######## simd_mac_unit_flat ########
Figure 1. M3 wires (simd_mac_unit_flat).
Scale bar: 100 um.
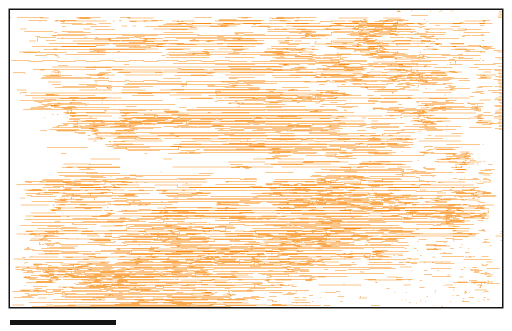

File: src/rtl/simd_mac_unit_if.sv
// Handshake and operand/result bundle for simd_mac_unit.
// The master side issues packed operand vectors and consumes results.
interface simd_mac_unit_if #(
  parameter int unsigned LANES  = 4,
  parameter int unsigned DATA_W = 32
);
  logic                      in_valid;
  logic                      in_ready;
  logic [1:0]                mode;
  logic [LANES*DATA_W-1:0]   operand_a;
  logic [LANES*DATA_W-1:0]   operand_b;
  logic                      out_valid;
  logic                      out_ready;
  logic [LANES*DATA_W-1:0]   result;
  logic [LANES-1:0]          overflow;

  modport master (
    output in_valid, mode, operand_a, operand_b, out_ready,
    input  in_ready, out_valid, result, overflow
  );

  modport slave (
    input  in_valid, mode, operand_a, operand_b, out_ready,
    output in_ready, out_valid, result, overflow
  );
endinterface

File: src/rtl/simd_mac_unit.sv
// Sequential signed SIMD multiply / multiply-accumulate, one shared multiplier, one lane per cycle.
// Optional build macro SATURATE_EN clamps result lanes instead of truncating them.
module simd_mac_unit #(
  parameter int unsigned LANES  = 4,
  parameter int unsigned DATA_W = 32,
  parameter int unsigned ACC_W  = 64
) (
  input  logic           clk,
  input  logic           rst_n,
  simd_mac_unit_if.slave bus
);

  localparam int unsigned     CNT_W = (LANES > 1) ? $clog2(LANES) : 1;
  localparam logic [CNT_W-1:0] LAST = CNT_W'(LANES - 1);

  typedef enum logic [1:0] {IDLE, BUSY, DONE} state_t;
  typedef enum logic [1:0] {OP_MUL, OP_MAC, OP_CLR} op_t;

  state_t state, state_next;
  op_t    op_in, op_q;

  logic [CNT_W-1:0]        cnt;
  logic [LANES*DATA_W-1:0] a_q, b_q, result_q;
  logic [LANES-1:0]        ovf_q;
  logic [ACC_W-1:0]        acc [LANES];

  logic                         accept;
  logic                         in_ready_c, out_valid_c;
  logic signed [DATA_W-1:0]     lane_a, lane_b;
  logic signed [2*DATA_W-1:0]   product;
  logic signed [ACC_W-1:0]      prod_ext, acc_sum, lane_val;
  logic [ACC_W-DATA_W:0]        upper;
  logic                         lane_ovf;
  logic [DATA_W-1:0]            lane_res;

  always_comb begin
    op_in = OP_MUL;
    unique case (bus.mode)
      2'b01:   op_in = OP_MAC;
      2'b10:   op_in = OP_CLR;
      default: op_in = OP_MUL;
    endcase
  end

  // State register
  always_ff @(posedge clk or negedge rst_n) begin
    if (!rst_n) state <= IDLE;
    else        state <= state_next;
  end

  // CLR takes one BUSY cycle that writes nothing, so its result appears one cycle after acceptance.
  always_comb begin
    state_next = state;
    unique case (state)
      IDLE: if (accept) state_next = BUSY;
      BUSY: if (op_q == OP_CLR || cnt == LAST) state_next = DONE;
      DONE: if (bus.out_ready) state_next = IDLE;
      default: state_next = IDLE;
    endcase
  end

  always_comb begin
    in_ready_c  = (state == IDLE);
    out_valid_c = (state == DONE);
    accept      = bus.in_valid && in_ready_c;
  end

  assign bus.in_ready  = in_ready_c;
  assign bus.out_valid = out_valid_c;
  assign bus.result    = result_q;
  assign bus.overflow  = ovf_q;

  always_comb begin
    lane_a   = a_q[int'(cnt)*DATA_W +: DATA_W];
    lane_b   = b_q[int'(cnt)*DATA_W +: DATA_W];
    product  = lane_a * lane_b;
    prod_ext = ACC_W'(product);
    acc_sum  = acc[cnt] + prod_ext;
    lane_val = (op_q == OP_MAC) ? acc_sum : prod_ext;
    // Representable in DATA_W signed iff the bits from the DATA_W sign bit upward all agree.
    upper    = lane_val[ACC_W-1:DATA_W-1];
    lane_ovf = !((&upper) || !(|upper));
`ifdef SATURATE_EN
    if (lane_ovf)
      lane_res = lane_val[ACC_W-1] ? {1'b1, {(DATA_W-1){1'b0}}}
                                   : {1'b0, {(DATA_W-1){1'b1}}};
    else
      lane_res = lane_val[DATA_W-1:0];
`else
    lane_res = lane_val[DATA_W-1:0];
`endif
  end

  always_ff @(posedge clk or negedge rst_n) begin
    if (!rst_n) begin
      a_q      <= '0;
      b_q      <= '0;
      op_q     <= OP_MUL;
      cnt      <= '0;
      result_q <= '0;
      ovf_q    <= '0;
      for (int unsigned i = 0; i < LANES; i++) acc[i] <= '0;
    end else if (accept) begin
      a_q  <= bus.operand_a;
      b_q  <= bus.operand_b;
      op_q <= op_in;
      cnt  <= '0;
      if (op_in == OP_CLR) begin
        result_q <= '0;
        ovf_q    <= '0;
        for (int unsigned i = 0; i < LANES; i++) acc[i] <= '0;
      end
    end else if (state == BUSY && op_q != OP_CLR) begin
      result_q[int'(cnt)*DATA_W +: DATA_W] <= lane_res;
      ovf_q[cnt] <= lane_ovf;
      if (op_q == OP_MAC) acc[cnt] <= acc_sum;
      cnt <= cnt + 1'b1;
    end
  end

endmodule

File: src/flat_wrapper.sv
// flat-port wrapper written by rule: the top's interface ports become plain ports
module simd_mac_unit_flat 
#(
  parameter int unsigned LANES  = 4,
  parameter int unsigned DATA_W = 32,
  parameter int unsigned ACC_W  = 64
)
  (clk, rst_n, bus_in_valid, bus_mode, bus_operand_a, bus_operand_b, bus_out_ready, bus_in_ready, bus_out_valid, bus_result, bus_overflow);
  simd_mac_unit_if #(.LANES(LANES), .DATA_W(DATA_W)) bus_i ();
  input  logic clk;
  input  logic rst_n;
  input wire logic [$bits(bus_i.in_valid)-1:0] bus_in_valid;
  input wire logic [$bits(bus_i.mode)-1:0] bus_mode;
  input wire logic [$bits(bus_i.operand_a)-1:0] bus_operand_a;
  input wire logic [$bits(bus_i.operand_b)-1:0] bus_operand_b;
  input wire logic [$bits(bus_i.out_ready)-1:0] bus_out_ready;
  output wire logic [$bits(bus_i.in_ready)-1:0] bus_in_ready;
  output wire logic [$bits(bus_i.out_valid)-1:0] bus_out_valid;
  output wire logic [$bits(bus_i.result)-1:0] bus_result;
  output wire logic [$bits(bus_i.overflow)-1:0] bus_overflow;
  assign bus_i.in_valid = bus_in_valid;
  assign bus_i.mode = bus_mode;
  assign bus_i.operand_a = bus_operand_a;
  assign bus_i.operand_b = bus_operand_b;
  assign bus_i.out_ready = bus_out_ready;
  assign bus_in_ready = bus_i.in_ready;
  assign bus_out_valid = bus_i.out_valid;
  assign bus_result = bus_i.result;
  assign bus_overflow = bus_i.overflow;
  simd_mac_unit #(.LANES(LANES), .DATA_W(DATA_W), .ACC_W(ACC_W)) u_core (.clk(clk), .rst_n(rst_n), .bus(bus_i));
endmodule
File: config.mk
export PLATFORM = sky130hd
export DESIGN_NAME = simd_mac_unit_flat
export DESIGN_NICKNAME = d
export VERILOG_FILES = /design/src/rtl/simd_mac_unit_if.sv /design/src/rtl/simd_mac_unit.sv /design/src/flat_wrapper.sv
export SDC_FILE = /design/constraint.sdc
export NUM_CORES = 2
export LEC_CHECK = 0
export ABC_AREA = 1
export CAP_MARGIN = 20
export CORE_ASPECT_RATIO = 0.6
export CORE_MARGIN = 2
export CORE_UTILIZATION = 57
export DETAILED_ROUTE_END_ITERATION = 16
export PLACE_DENSITY_LB_ADDON = 0.08
export RECOVER_POWER = 100
export SYNTH_ARGS = -nofsm -noshare
export SYNTH_HDL_FRONTEND = slang
export SYNTH_SLANG_ARGS = --single-unit
export TNS_END_PERCENT = 1
File: constraint.sdc
create_clock -name clk -period 10.2 [get_ports clk]
set_input_delay 2.04 -clock clk [delete_from_list [all_inputs] [get_ports clk]]
set_output_delay 2.04 -clock clk [all_outputs]
set_load 0.02 [all_outputs]
######## piso_frame_tx ########
File: src/rtl/piso_tx_defs.sv
// Shared definitions for the serial bit link: FSM state encodings and line levels.
// The receive-side capture chain imports the same package.
package piso_tx_defs;

  typedef enum logic [1:0] {
    IDLE  = 2'd0,
    START = 2'd1,
    DATA  = 2'd2,
    STOP  = 2'd3
  } tx_state_e;

  localparam logic LINE_IDLE  = 1'b1;
  localparam logic LINE_START = 1'b0;

endpackage

File: src/rtl/bit_tick_gen.sv
// Bit-period timer: Tick is high on the last clock of each DIV-cycle bit period while En=1.
module bit_tick_gen #(
  parameter int unsigned DIV = 1
) (
  input  logic Cp,
  input  logic Rst,
  input  logic En,
  output logic Tick
);

  // DIV=1 still gets a 1-bit counter; it simply never leaves zero.
  localparam int unsigned CNT_W = (DIV > 1) ? $clog2(DIV) : 1;

  logic [CNT_W-1:0] cnt_q, cnt_d;

  assign Tick = En && (cnt_q == CNT_W'(DIV - 1));

  always_comb begin
    cnt_d = cnt_q + CNT_W'(1);
    if (!En || Tick) begin
      cnt_d = '0;
    end
  end

  always_ff @(posedge Cp) begin
    if (Rst) begin
      cnt_q <= '0;
    end else begin
      cnt_q <= cnt_d;
    end
  end

endmodule

File: src/rtl/piso_frame_tx.sv
// Parallel-in serial-out frame transmitter: start bit, WIDTH data bits LSB-first, stop bit.
// All outputs are registered from the next-state decode, so there are no input-to-output paths.
module piso_frame_tx
  import piso_tx_defs::*;
#(
  parameter int unsigned WIDTH = 8,
  parameter int unsigned DIV   = 1
) (
  input  logic             Cp,
  input  logic             Rst,
  input  logic             Load,
  input  logic [WIDTH-1:0] D,
  output logic             Ready,
  output logic             Q,
  output logic             Busy,
  output logic             Done
);

  localparam int unsigned IDX_W = $clog2(WIDTH + 1);

  tx_state_e        state_q, state_d;
  logic [WIDTH-1:0] shreg_q, shreg_d;
  logic [IDX_W-1:0] idx_q, idx_d;
  logic             q_q, q_d;
  logic             ready_q, ready_d;
  logic             busy_q, busy_d;
  logic             done_q, done_d;
  logic             tick_c;
  logic             active_c;

  assign active_c = (state_q != IDLE);

  bit_tick_gen #(
    .DIV (DIV)
  ) u_tick (
    .Cp   (Cp),
    .Rst  (Rst),
    .En   (active_c),
    .Tick (tick_c)
  );

  // Next-state and next-output decode; outputs follow the state being entered.
  always_comb begin
    state_d = state_q;
    shreg_d = shreg_q;
    idx_d   = idx_q;
    done_d  = 1'b0;

    case (state_q)
      IDLE: begin
        if (Load) begin
          shreg_d = D;
          idx_d   = '0;
          state_d = START;
        end
      end
      START: begin
        if (tick_c) begin
          idx_d   = '0;
          state_d = DATA;
        end
      end
      DATA: begin
        if (tick_c) begin
          shreg_d = shreg_q >> 1;
          idx_d   = idx_q + IDX_W'(1);
          if (idx_q == IDX_W'(WIDTH - 1)) begin
            state_d = STOP;
          end
        end
      end
      STOP: begin
        if (tick_c) begin
          state_d = IDLE;
          done_d  = 1'b1;
        end
      end
      default: begin
        state_d = IDLE;
      end
    endcase

    case (state_d)
      START:   q_d = LINE_START;
      DATA:    q_d = shreg_d[0];
      default: q_d = LINE_IDLE;
    endcase

    ready_d = (state_d == IDLE);
    busy_d  = (state_d != IDLE);
  end

  always_ff @(posedge Cp) begin
    if (Rst) begin
      state_q <= IDLE;
      shreg_q <= '0;
      idx_q   <= '0;
      q_q     <= LINE_IDLE;
      ready_q <= 1'b1;
      busy_q  <= 1'b0;
      done_q  <= 1'b0;
    end else begin
      state_q <= state_d;
      shreg_q <= shreg_d;
      idx_q   <= idx_d;
      q_q     <= q_d;
      ready_q <= ready_d;
      busy_q  <= busy_d;
      done_q  <= done_d;
    end
  end

  assign Q     = q_q;
  assign Ready = ready_q;
  assign Busy  = busy_q;
  assign Done  = done_q;

  // The bit index may reach WIDTH on entry to STOP but never go beyond it.
  idx_in_range : assert property (@(posedge Cp) disable iff (Rst) idx_q <= IDX_W'(WIDTH));

endmodule
File: config.mk
export PLATFORM = sky130hd
export DESIGN_NAME = piso_frame_tx
export DESIGN_NICKNAME = d
export VERILOG_FILES = /design/src/rtl/piso_tx_defs.sv /design/src/rtl/bit_tick_gen.sv /design/src/rtl/piso_frame_tx.sv
export SDC_FILE = /design/constraint.sdc
export NUM_CORES = 1
export LEC_CHECK = 0
export CORE_MARGIN = 4
export CORE_UTILIZATION = 40
export CTS_CLUSTER_DIAMETER = 50
export DETAILED_ROUTE_END_ITERATION = 10
export PLACE_DENSITY = 0.64
export RECOVER_POWER = 50
export SETUP_SLACK_MARGIN = 0.3
export SLEW_MARGIN = 20
export SYNTH_ARGS = -nofsm -noshare
export SYNTH_HDL_FRONTEND = slang
export SYNTH_SLANG_ARGS = --single-unit
File: constraint.sdc
create_clock -name Cp -period 2.6 [get_ports Cp]
set_input_delay 0.39 -clock Cp [delete_from_list [all_inputs] [get_ports Cp]]
set_output_delay 0.39 -clock Cp [all_outputs]
set_load 0.05 [all_outputs]
######## note_mixer ########
`src/rtl/note_pkg.sv`:
```
// note_pkg: types and defaults shared by the note voices and the note mixer.
package note_pkg;

   typedef enum logic [1:0] {
      IDLE = 2'd0,
      SCAN = 2'd1,
      OUT  = 2'd2
   } mix_state_e;

   localparam int NOTE_SAMPLE_W   = 8;
   localparam int NOTE_SAMPLE_DIV = 256;

   // Mixed-word width: wide enough that NUM_VOICES all-ones samples never wrap.
   function automatic int out_width(input int sample_w, input int num_voices);
      return sample_w + $clog2(num_voices);
   endfunction

endpackage

```
`src/rtl/note_pwm.sv`:
```
// note_pwm: free-running PWM counter; the compare level is only reloaded when the
// counter wraps, so each PWM period is generated from a single stable level.
module note_pwm #(
   parameter int W = 10
) (
   input  logic         clk,
   input  logic         rst,
   input  logic [W-1:0] level,
   output logic         pwm_out
);

   logic [W-1:0] cnt_q, cnt_d;
   logic [W-1:0] cmp_q, cmp_d;

   always_comb begin
      cnt_d = cnt_q + W'(1);
      cmp_d = (cnt_q == '1) ? level : cmp_q;
   end

   always_ff @(posedge clk) begin
      if (rst) begin
         cnt_q <= '0;
         cmp_q <= '0;
      end else begin
         cnt_q <= cnt_d;
         cmp_q <= cmp_d;
      end
   end

   assign pwm_out = (cnt_q < cmp_q);

endmodule

```
`src/rtl/note_mixer.sv`:
```
// note_mixer: once per sample period, scans the note voices, acks each sample taken
// and publishes the unsigned sum. NOTE_MIXER_PWM_EN adds a PWM rendering of the mix.
module note_mixer
   import note_pkg::*;
#(
   parameter int NUM_VOICES = 4,
   parameter int SAMPLE_W   = NOTE_SAMPLE_W,
   parameter int SAMPLE_DIV = NOTE_SAMPLE_DIV,
   parameter int WAIT_MAX   = 16
) (
   input  logic                                      clk,
   input  logic                                      rst,
   input  logic [NUM_VOICES-1:0]                     voice_enable,
   input  logic [NUM_VOICES-1:0]                     voice_valid,
   input  logic [NUM_VOICES*SAMPLE_W-1:0]            voice_sample,
   output logic [NUM_VOICES-1:0]                     agg_ack,
   output logic [out_width(SAMPLE_W, NUM_VOICES)-1:0] mix_out,
   output logic                                      mix_valid,
   output logic                                      overrun,
   output logic                                      pwm_out
);

   localparam int OUT_W  = out_width(SAMPLE_W, NUM_VOICES);
   localparam int PTR_W  = (NUM_VOICES > 1) ? $clog2(NUM_VOICES) : 1;
   localparam int WAIT_W = (WAIT_MAX > 0) ? $clog2(WAIT_MAX + 1) : 1;
   localparam int TICK_W = (SAMPLE_DIV > 1) ? $clog2(SAMPLE_DIV) : 1;

   mix_state_e          state_q, state_d;
   logic [PTR_W-1:0]    ptr_q, ptr_d;
   logic [OUT_W-1:0]    acc_q, acc_d;
   logic [WAIT_W-1:0]   wait_q, wait_d;
   logic                phase_q, phase_d;
   logic [NUM_VOICES-1:0] ack_q, ack_d;
   logic [OUT_W-1:0]    mix_q, mix_d;
   logic                mix_valid_q, mix_valid_d;
   logic                overrun_q, overrun_d;
   logic [TICK_W-1:0]   tick_cnt_q, tick_cnt_d;

   logic [SAMPLE_W-1:0] sample_arr [NUM_VOICES];

   for (genvar gi = 0; gi < NUM_VOICES; gi++) begin : g_unpack
      assign sample_arr[gi] = voice_sample[gi*SAMPLE_W +: SAMPLE_W];
   end

   logic tick, last, cur_en, cur_valid, scan_step;
   logic [SAMPLE_W-1:0] cur_sample;

   assign tick       = (tick_cnt_q == TICK_W'(SAMPLE_DIV - 1));
   assign last       = (ptr_q == PTR_W'(NUM_VOICES - 1));
   assign cur_en     = voice_enable[ptr_q];
   assign cur_valid  = voice_valid[ptr_q];
   assign cur_sample = sample_arr[ptr_q];
   // A voice is finished either after its ack/timeout cycle or immediately if disabled.
   assign scan_step  = phase_q | ~cur_en;

   always_ff @(posedge clk) begin
      if (rst) begin
         state_q     <= IDLE;
         ptr_q       <= '0;
         acc_q       <= '0;
         wait_q      <= '0;
         phase_q     <= 1'b0;
         ack_q       <= '0;
         mix_q       <= '0;
         mix_valid_q <= 1'b0;
         overrun_q   <= 1'b0;
         tick_cnt_q  <= '0;
      end else begin
         state_q     <= state_d;
         ptr_q       <= ptr_d;
         acc_q       <= acc_d;
         wait_q      <= wait_d;
         phase_q     <= phase_d;
         ack_q       <= ack_d;
         mix_q       <= mix_d;
         mix_valid_q <= mix_valid_d;
         overrun_q   <= overrun_d;
         tick_cnt_q  <= tick_cnt_d;
      end
   end

   always_comb begin
      state_d = state_q;
      case (state_q)
         IDLE:    if (tick) state_d = SCAN;
         SCAN:    if (scan_step && last) state_d = OUT;
         OUT:     state_d = IDLE;
         default: state_d = IDLE;
      endcase
   end

   always_comb begin
      ptr_d       = ptr_q;
      acc_d       = acc_q;
      wait_d      = wait_q;
      phase_d     = phase_q;
      ack_d       = '0;
      mix_d       = mix_q;
      mix_valid_d = 1'b0;
      tick_cnt_d  = tick ? '0 : tick_cnt_q + TICK_W'(1);
      overrun_d   = overrun_q | (tick & (state_q != IDLE));
      case (state_q)
         IDLE: begin
            if (tick) begin
               acc_d   = '0;
               ptr_d   = '0;
               wait_d  = '0;
               phase_d = 1'b0;
            end
         end
         SCAN: begin
            if (scan_step) begin
               wait_d  = '0;
               phase_d = 1'b0;
               if (!last) ptr_d = ptr_q + PTR_W'(1);
            end else if (cur_valid) begin
               acc_d   = acc_q + OUT_W'(cur_sample);
               ack_d   = NUM_VOICES'(1) << ptr_q;
               phase_d = 1'b1;
            end else if (wait_q == WAIT_W'(WAIT_MAX)) begin
               // Timed out: spend one more cycle as the voice's slot, contributing 0.
               phase_d = 1'b1;
            end else begin
               wait_d = wait_q + WAIT_W'(1);
            end
         end
         OUT: begin
            mix_d       = acc_q;
            mix_valid_d = 1'b1;
         end
         default: ;
      endcase
   end

   assign agg_ack   = ack_q;
   assign mix_out   = mix_q;
   assign mix_valid = mix_valid_q;
   assign overrun   = overrun_q;

`ifdef NOTE_MIXER_PWM_EN
   note_pwm #(.W(OUT_W)) u_pwm (
      .clk     (clk),
      .rst     (rst),
      .level   (mix_q),
      .pwm_out (pwm_out)
   );
`else
   assign pwm_out = 1'b0;
`endif

endmodule

```
`config.mk`:
```
export PLATFORM = sky130hd
export DESIGN_NAME = note_mixer
export DESIGN_NICKNAME = d
export VERILOG_FILES = /design/src/rtl/note_pkg.sv /design/src/rtl/note_pwm.sv /design/src/rtl/note_mixer.sv
export SDC_FILE = /design/constraint.sdc
export NUM_CORES = 1
export LEC_CHECK = 0
export ABC_AREA = 1
export CAP_MARGIN = 0
export CELL_PAD_IN_SITES_DETAIL_PLACEMENT = 0
export CELL_PAD_IN_SITES_GLOBAL_PLACEMENT = 2
export CORE_UTILIZATION = 30
export CTS_BUF_LIST = sky130_fd_sc_hd__clkbuf_4 sky130_fd_sc_hd__clkbuf_8 sky130_fd_sc_hd__clkbuf_16
export DETAILED_ROUTE_END_ITERATION = 7
export DONT_BUFFER_PORTS = 1
export PLACE_DENSITY_LB_ADDON = 0.1
export SLEW_MARGIN = 20
export SYNTH_ARGS = -nofsm -noshare
export SYNTH_HDL_FRONTEND = slang
export SYNTH_HIERARCHICAL = 1
export SYNTH_SLANG_ARGS = --single-unit
```
`constraint.sdc`:
```
create_clock -name clk -period 2.3 [get_ports clk]
set_input_delay 0.69 -clock clk [delete_from_list [all_inputs] [get_ports clk]]
set_output_delay 0.69 -clock clk [all_outputs]
set_load 0.1 [all_outputs]
```
######## stereo_avg_stage ########
File: src/rtl/audio_pkg.sv
// Shared definitions for the stereo averaging stage: default sample width,
// default tap count and the handshake FSM state encoding.
package audio_pkg;

  localparam int unsigned DATA_W_DEF = 24;
  localparam int unsigned LOG2_N_DEF = 3;

  typedef enum logic [2:0] {
    WAIT_IN,
    CAPTURE,
    UPDATE,
    WAIT_OUT,
    PUSH
  } state_t;

endpackage

File: src/rtl/avg_history_ch.sv
// One channel of the N-tap moving average: circular history, running sum
// and the registered shifted average.
// Ports:
//   CLOCK_50  clock (rising edge)
//   reset     synchronous active-high; clears history, sum and output
//   i_update  replace hist[i_wptr] with i_sample and refresh the average
//   i_wptr    history slot holding the oldest sample
//   i_sample  new signed sample
//   o_avg     floor(sum / N), held between updates
module avg_history_ch #(
  parameter int unsigned DATA_W = 24,
  parameter int unsigned LOG2_N = 3
) (
  input  logic                     CLOCK_50,
  input  logic                     reset,
  input  logic                     i_update,
  input  logic [LOG2_N-1:0]        i_wptr,
  input  logic signed [DATA_W-1:0] i_sample,
  output logic signed [DATA_W-1:0] o_avg
);

  localparam int unsigned N     = 1 << LOG2_N;
  localparam int unsigned SUM_W = DATA_W + LOG2_N;

  logic signed [DATA_W-1:0] r_hist [N];
  logic signed [SUM_W-1:0]  r_sum;
  logic signed [SUM_W-1:0]  w_sample_ext;
  logic signed [SUM_W-1:0]  w_oldest_ext;
  logic signed [SUM_W-1:0]  w_sum_next;

  // Sign-extend into the sum width; the sum of N samples cannot overflow it.
  assign w_sample_ext = $signed({{LOG2_N{i_sample[DATA_W-1]}}, i_sample});
  assign w_oldest_ext = $signed({{LOG2_N{r_hist[i_wptr][DATA_W-1]}}, r_hist[i_wptr]});
  assign w_sum_next   = r_sum + w_sample_ext - w_oldest_ext;

  // The average is taken from the next sum so it is valid one cycle after UPDATE.
  always_ff @(posedge CLOCK_50) begin
    if (reset) begin
      for (int unsigned i = 0; i < N; i++) begin
        r_hist[LOG2_N'(i)] <= '0;
      end
      r_sum <= '0;
      o_avg <= '0;
    end else if (i_update) begin
      r_hist[i_wptr] <= i_sample;
      r_sum          <= w_sum_next;
      o_avg          <= w_sum_next[SUM_W-1:LOG2_N];
    end
  end

endmodule

File: src/rtl/stereo_avg_stage.sv
// Stereo moving-average stage between the codec ADC FIFO and DAC FIFO.
// Strict read-one/write-one handshake: a new sample pair is popped only
// after the previous average has been pushed.
// Ports:
//   CLOCK_50, reset                      clock, synchronous active-high reset
//   read_ready, readdata_left/right      codec ADC side (sample pair available)
//   write_ready                          codec DAC side can accept a pair
//   read, write                          registered one-cycle pop/push strobes
//   writedata_left/right                 registered N-tap averages
module stereo_avg_stage
  import audio_pkg::*;
#(
  parameter int unsigned DATA_W = DATA_W_DEF,
  parameter int unsigned LOG2_N = LOG2_N_DEF
) (
  input  logic                     CLOCK_50,
  input  logic                     reset,
  input  logic                     read_ready,
  input  logic signed [DATA_W-1:0] readdata_left,
  input  logic signed [DATA_W-1:0] readdata_right,
  input  logic                     write_ready,
  output logic                     read,
  output logic                     write,
  output logic signed [DATA_W-1:0] writedata_left,
  output logic signed [DATA_W-1:0] writedata_right
);

  state_t                   r_state;
  state_t                   w_state_next;
  logic [LOG2_N-1:0]        r_wptr;
  logic signed [DATA_W-1:0] r_in_l;
  logic signed [DATA_W-1:0] r_in_r;
  logic                     w_update;

  assign w_update = (r_state == UPDATE);

  // Next-state logic; ready inputs only matter in their waiting states.
  always_comb begin
    w_state_next = r_state;
    case (r_state)
      WAIT_IN:  if (read_ready)  w_state_next = CAPTURE;
      CAPTURE:                   w_state_next = UPDATE;
      UPDATE:                    w_state_next = WAIT_OUT;
      WAIT_OUT: if (write_ready) w_state_next = PUSH;
      PUSH:                      w_state_next = WAIT_IN;
      default:                   w_state_next = WAIT_IN;
    endcase
  end

  // State register, strobes decoded from the next state, input capture, wptr.
  always_ff @(posedge CLOCK_50) begin
    if (reset) begin
      r_state <= WAIT_IN;
      read    <= 1'b0;
      write   <= 1'b0;
      r_wptr  <= '0;
      r_in_l  <= '0;
      r_in_r  <= '0;
    end else begin
      r_state <= w_state_next;
      read    <= (w_state_next == CAPTURE);
      write   <= (w_state_next == PUSH);
      if (r_state == CAPTURE) begin
        r_in_l <= readdata_left;
        r_in_r <= readdata_right;
      end
      if (w_update) begin
        r_wptr <= r_wptr + LOG2_N'(1);
      end
    end
  end

  avg_history_ch #(
    .DATA_W (DATA_W),
    .LOG2_N (LOG2_N)
  ) u_left (
    .CLOCK_50 (CLOCK_50),
    .reset    (reset),
    .i_update (w_update),
    .i_wptr   (r_wptr),
    .i_sample (r_in_l),
    .o_avg    (writedata_left)
  );

  avg_history_ch #(
    .DATA_W (DATA_W),
    .LOG2_N (LOG2_N)
  ) u_right (
    .CLOCK_50 (CLOCK_50),
    .reset    (reset),
    .i_update (w_update),
    .i_wptr   (r_wptr),
    .i_sample (r_in_r),
    .o_avg    (writedata_right)
  );

endmodule

File: config.mk
export PLATFORM = sky130hd
export DESIGN_NAME = stereo_avg_stage
export DESIGN_NICKNAME = d
export VERILOG_FILES = /design/src/rtl/audio_pkg.sv /design/src/rtl/avg_history_ch.sv /design/src/rtl/stereo_avg_stage.sv
export SDC_FILE = /design/constraint.sdc
export NUM_CORES = 1
export LEC_CHECK = 0
export ABC_AREA = 1
export CORE_UTILIZATION = 40
export DETAILED_ROUTE_END_ITERATION = 16
export PLACE_DENSITY = 0.55
export SYNTH_ARGS = -nofsm -noshare
export SYNTH_HDL_FRONTEND = slang
export SYNTH_SLANG_ARGS = --single-unit
File: constraint.sdc
create_clock -name CLOCK_50 -period 3.9 [get_ports CLOCK_50]
set_input_delay 0.585 -clock CLOCK_50 [delete_from_list [all_inputs] [get_ports CLOCK_50]]
set_output_delay 0.585 -clock CLOCK_50 [all_outputs]
set_load 0.01 [all_outputs]
Figure 2. Clock wiring as the flow saved it (stereo_avg_stage).
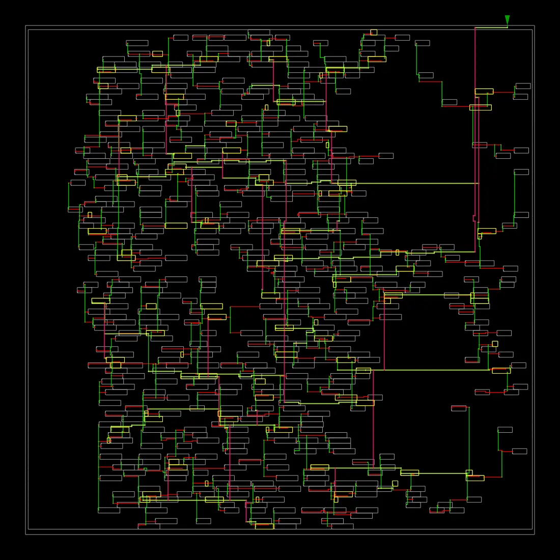
Clock Latency Late Sink: 610 ps

Figure 3. M3 wires (stereo_avg_stage).
Scale bar: 100 um.
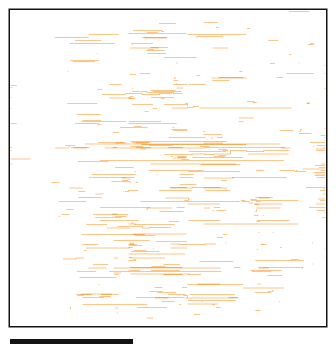
wire length on this layer = 5,680 um
main direction = horizontal
nets with wire on the layer = 212
met3 global-route usage: 3.83%
routed via count: 20,900
total wirelength of the detailed-routed design: 79.3 mm

==> run summary, stereo_avg_stage <==
Synthesis and PnR results.

- The post-CTS repair timing setup buffer count reads 0.
- In the layout the commonest cells are 781 x nor2_1, 384 x edfxtp_1, 375 x nand2_1.
- The sum of overflow across all layers after global routing reads 0.
- The longest individual stage delay on the worst path is a little under 500 ps.
- The flow ran to the end, and the final reports show no timing, DRC or antenna violations.
- The number of different library cells used by synthesis comes to 30.
- The maximum net fanout on the critical path reads 88.
- In the final report, the number of pins over their slew limit comes to 0.
- Clock tree synthesis found a total of 497 sinks.
- There are a little under 500 flip-flops and latches.
- Global routing used 37.5% of the available met2 tracks.
- The final worst clock skew reads 11.5 ps.
- The portion of synthesized area spent on multiplexers is 0%.
- The number of inserted diodes is 0.
Figure 4. Clock wiring as the flow saved it (piso_frame_tx).
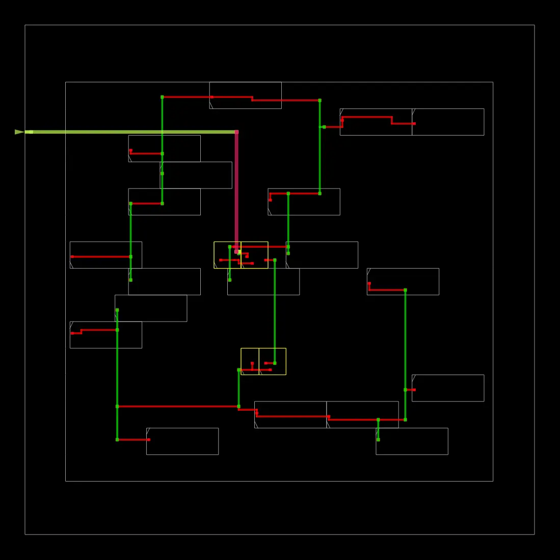
maximum clock skew at final layout: 3.66 ps
# clock sinks: 19
clk_buf instances: 3
seq_cells: 19

Figure 5. Cell sizes after repair (piso_frame_tx).
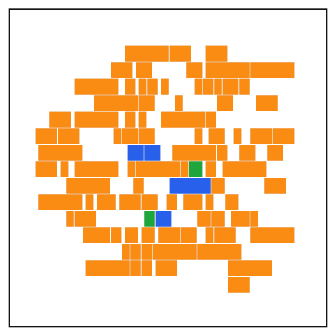
blue -> x3 and x4  # cells 4
orange -> x1 and smaller  # cells 91
green -> x2  # cells 2
design area: 943 um2
layout overhead on the synthesized area: 21.4%
total of plain and repair buffers excluding clock buffers: 15
final setup margin: 760 ps

==> run summary, piso_frame_tx <==
Synthesis and PnR results.

- The number of placement rows reads 15.
- In the detailed route, the total length drawn on met3 is 93 um.
- The run finished with clean final reports.
- The number of nets in the layout is 110.
- The dominant cell by count in the synthesized netlist is dfxtp_1.
- The area fraction in and, or, nand and nor cells reads a little over a fifth.
- Wires add up to about 1.4 mm.
- The CTS clock-pin slew for the worst setup and hold paths is 110 ps.
- Per the gpl log, the routability congestion estimate is about 0.72.
- The CTS tree reads yes.
- The number of antenna violations at the first check in global routing is 0.
- Hold is met by 466 ps.
- By area the synthesized netlist is led by dfxtp_1 49%, a21oi_1 7.1%, a22oi_1 6.8%, nor2_1 3.9%, nand2_1 2.9%.
- Detailed placement reports a standard cell area of 936 um2.
- The number of multi-input combinational cells in the layout is 57.
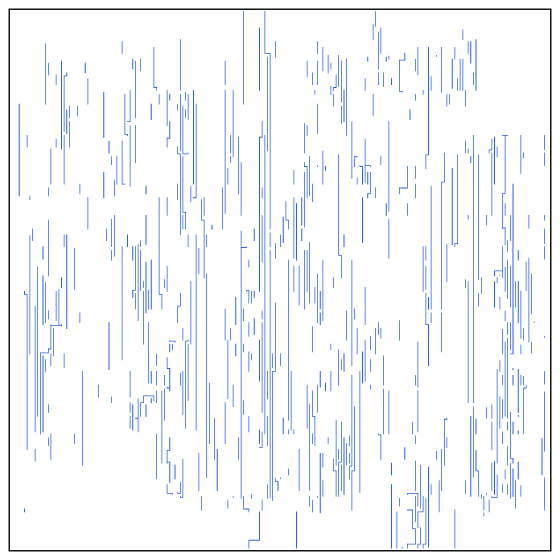
Figure 6: note_mixer, met2 routing.
share of all routed wire = 43%
wire length on this layer = 3,070 um
met2 track demand over resource: 26.3%
total wirelength of the detailed-routed design: 7.07 mm
routed via count: 2,464

==> run summary, note_mixer <==
Synthesis and PnR results.

- The flow ran to the end, and the final reports show no timing, DRC or antenna violations.
- The highest metal layer with signal wires is met4.
- The instance area at placement is 0.00288 mm2.
- The met3 layer usage reported by global route is 2.91%.
- The iteration count of the initial detailed-routing pass is 4.
- The fraction of synthesized cell area taken by the top area cell type reads 34.6%.
- The final cell count without fillers reads 523.
- The final worst hold slack is around 440 ps.
- The number of routed nets with antenna violations reads 0.
- The CTS tree is yes.
- The number of endpoints with negative hold slack in the final report reads 0.
- The deepest clock path buffer count is 2.
- The layout filler cell count reads 903.
- The area share of and-or/or-and cells after synthesis reads 14.0%.
- The worst path uses 95.2% of the clock period.
- OpenSTA lists the critical path startpoint as ptr_q[0].
- The critical hold path startpoint reads rst.
- The required arrival time at the worst endpoint is ~2500 ps.
- The fraction of area in registers reads 28.8%.
- Looking at the post-CTS report, the setup buffer insertion count equals 0.
- The hold buffer count at CTS reads 0.
- After routing the design area is 0.00308 mm2.
- The critical path depth reads 10.
Figure 7. Met2 routing (simd_mac_unit_flat).
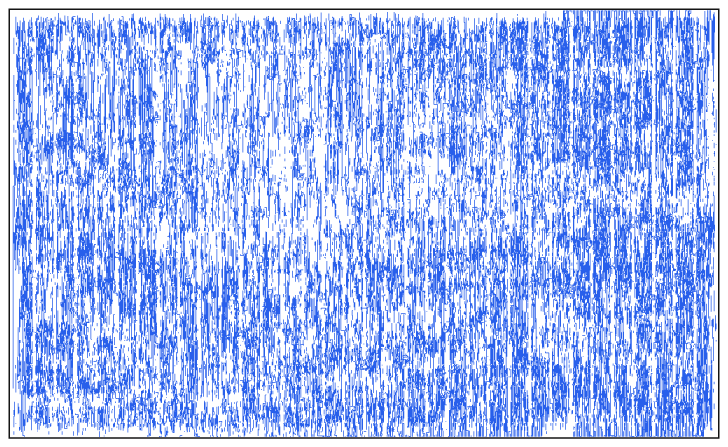
share of all routed wire = 37%
wire length on this layer = 112 mm
routed via count: 72,500
total wirelength of the detailed-routed design: 303 mm
met2 track demand over resource: 59.5%

About Figure 1:
wire length on this layer = 57.9 mm
main direction = horizontal
longest straight run = 243 um

==> run summary, simd_mac_unit_flat <==
Synthesis and PnR results.

- The flow ran to the end, but the final reports show violations.
- The final reports fail on capacitance limit, slew limit, setup timing.
- The count of instantiated cells in the yosys netlist reads approximately 9,600.
- The count of mapped cells out of synthesis is around 9,600.
- The length in cells of the worst reg-to-reg path is 51.
- In the synthesized netlist, the cells that appear most often are 3,097 x nand2_1, 1,955 x inv_1, 1,083 x fa_1.
- The final tally of max-slew violations is 725.
- STA classifies the critical path startpoint as a register.
- The total area of multi-input combinational cells is 0.0498 mm2.
- The via count of the first global-routing pass reads 71,700.
- The final critical-path setup slack reads -611 ps.
- The mean post-synth cell area reads roughly 7.6 um2.
- The final report lists the setup-violating endpoint count as 23.
- The CTS tree reads yes.
- The iteration count of the initial detailed-routing pass reads 6.
- The number of max-cap violations is 6.


## Gallery

Metal 1.
picture 1
Scale bar: 100 um.
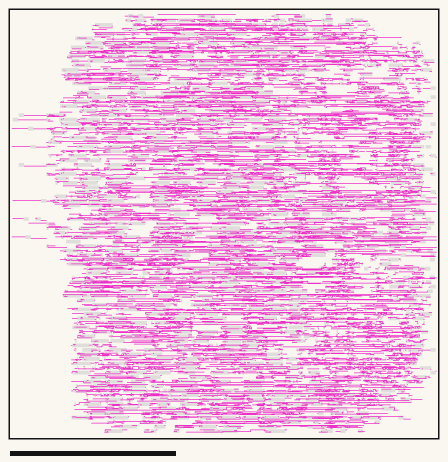
picture 2
Scale bar: 20 um.
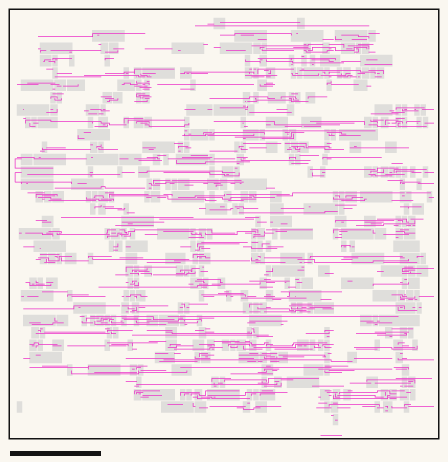
picture 3
Scale bar: 100 um.
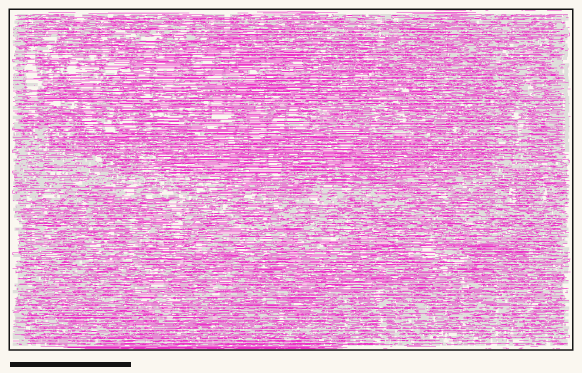
picture 4
Scale bar: 20 um.
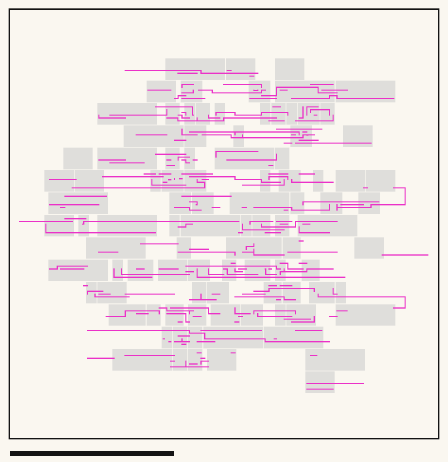
picture 1: stereo_avg_stage
picture 2: note_mixer
picture 4: piso_frame_tx
picture 3: simd_mac_unit_flat

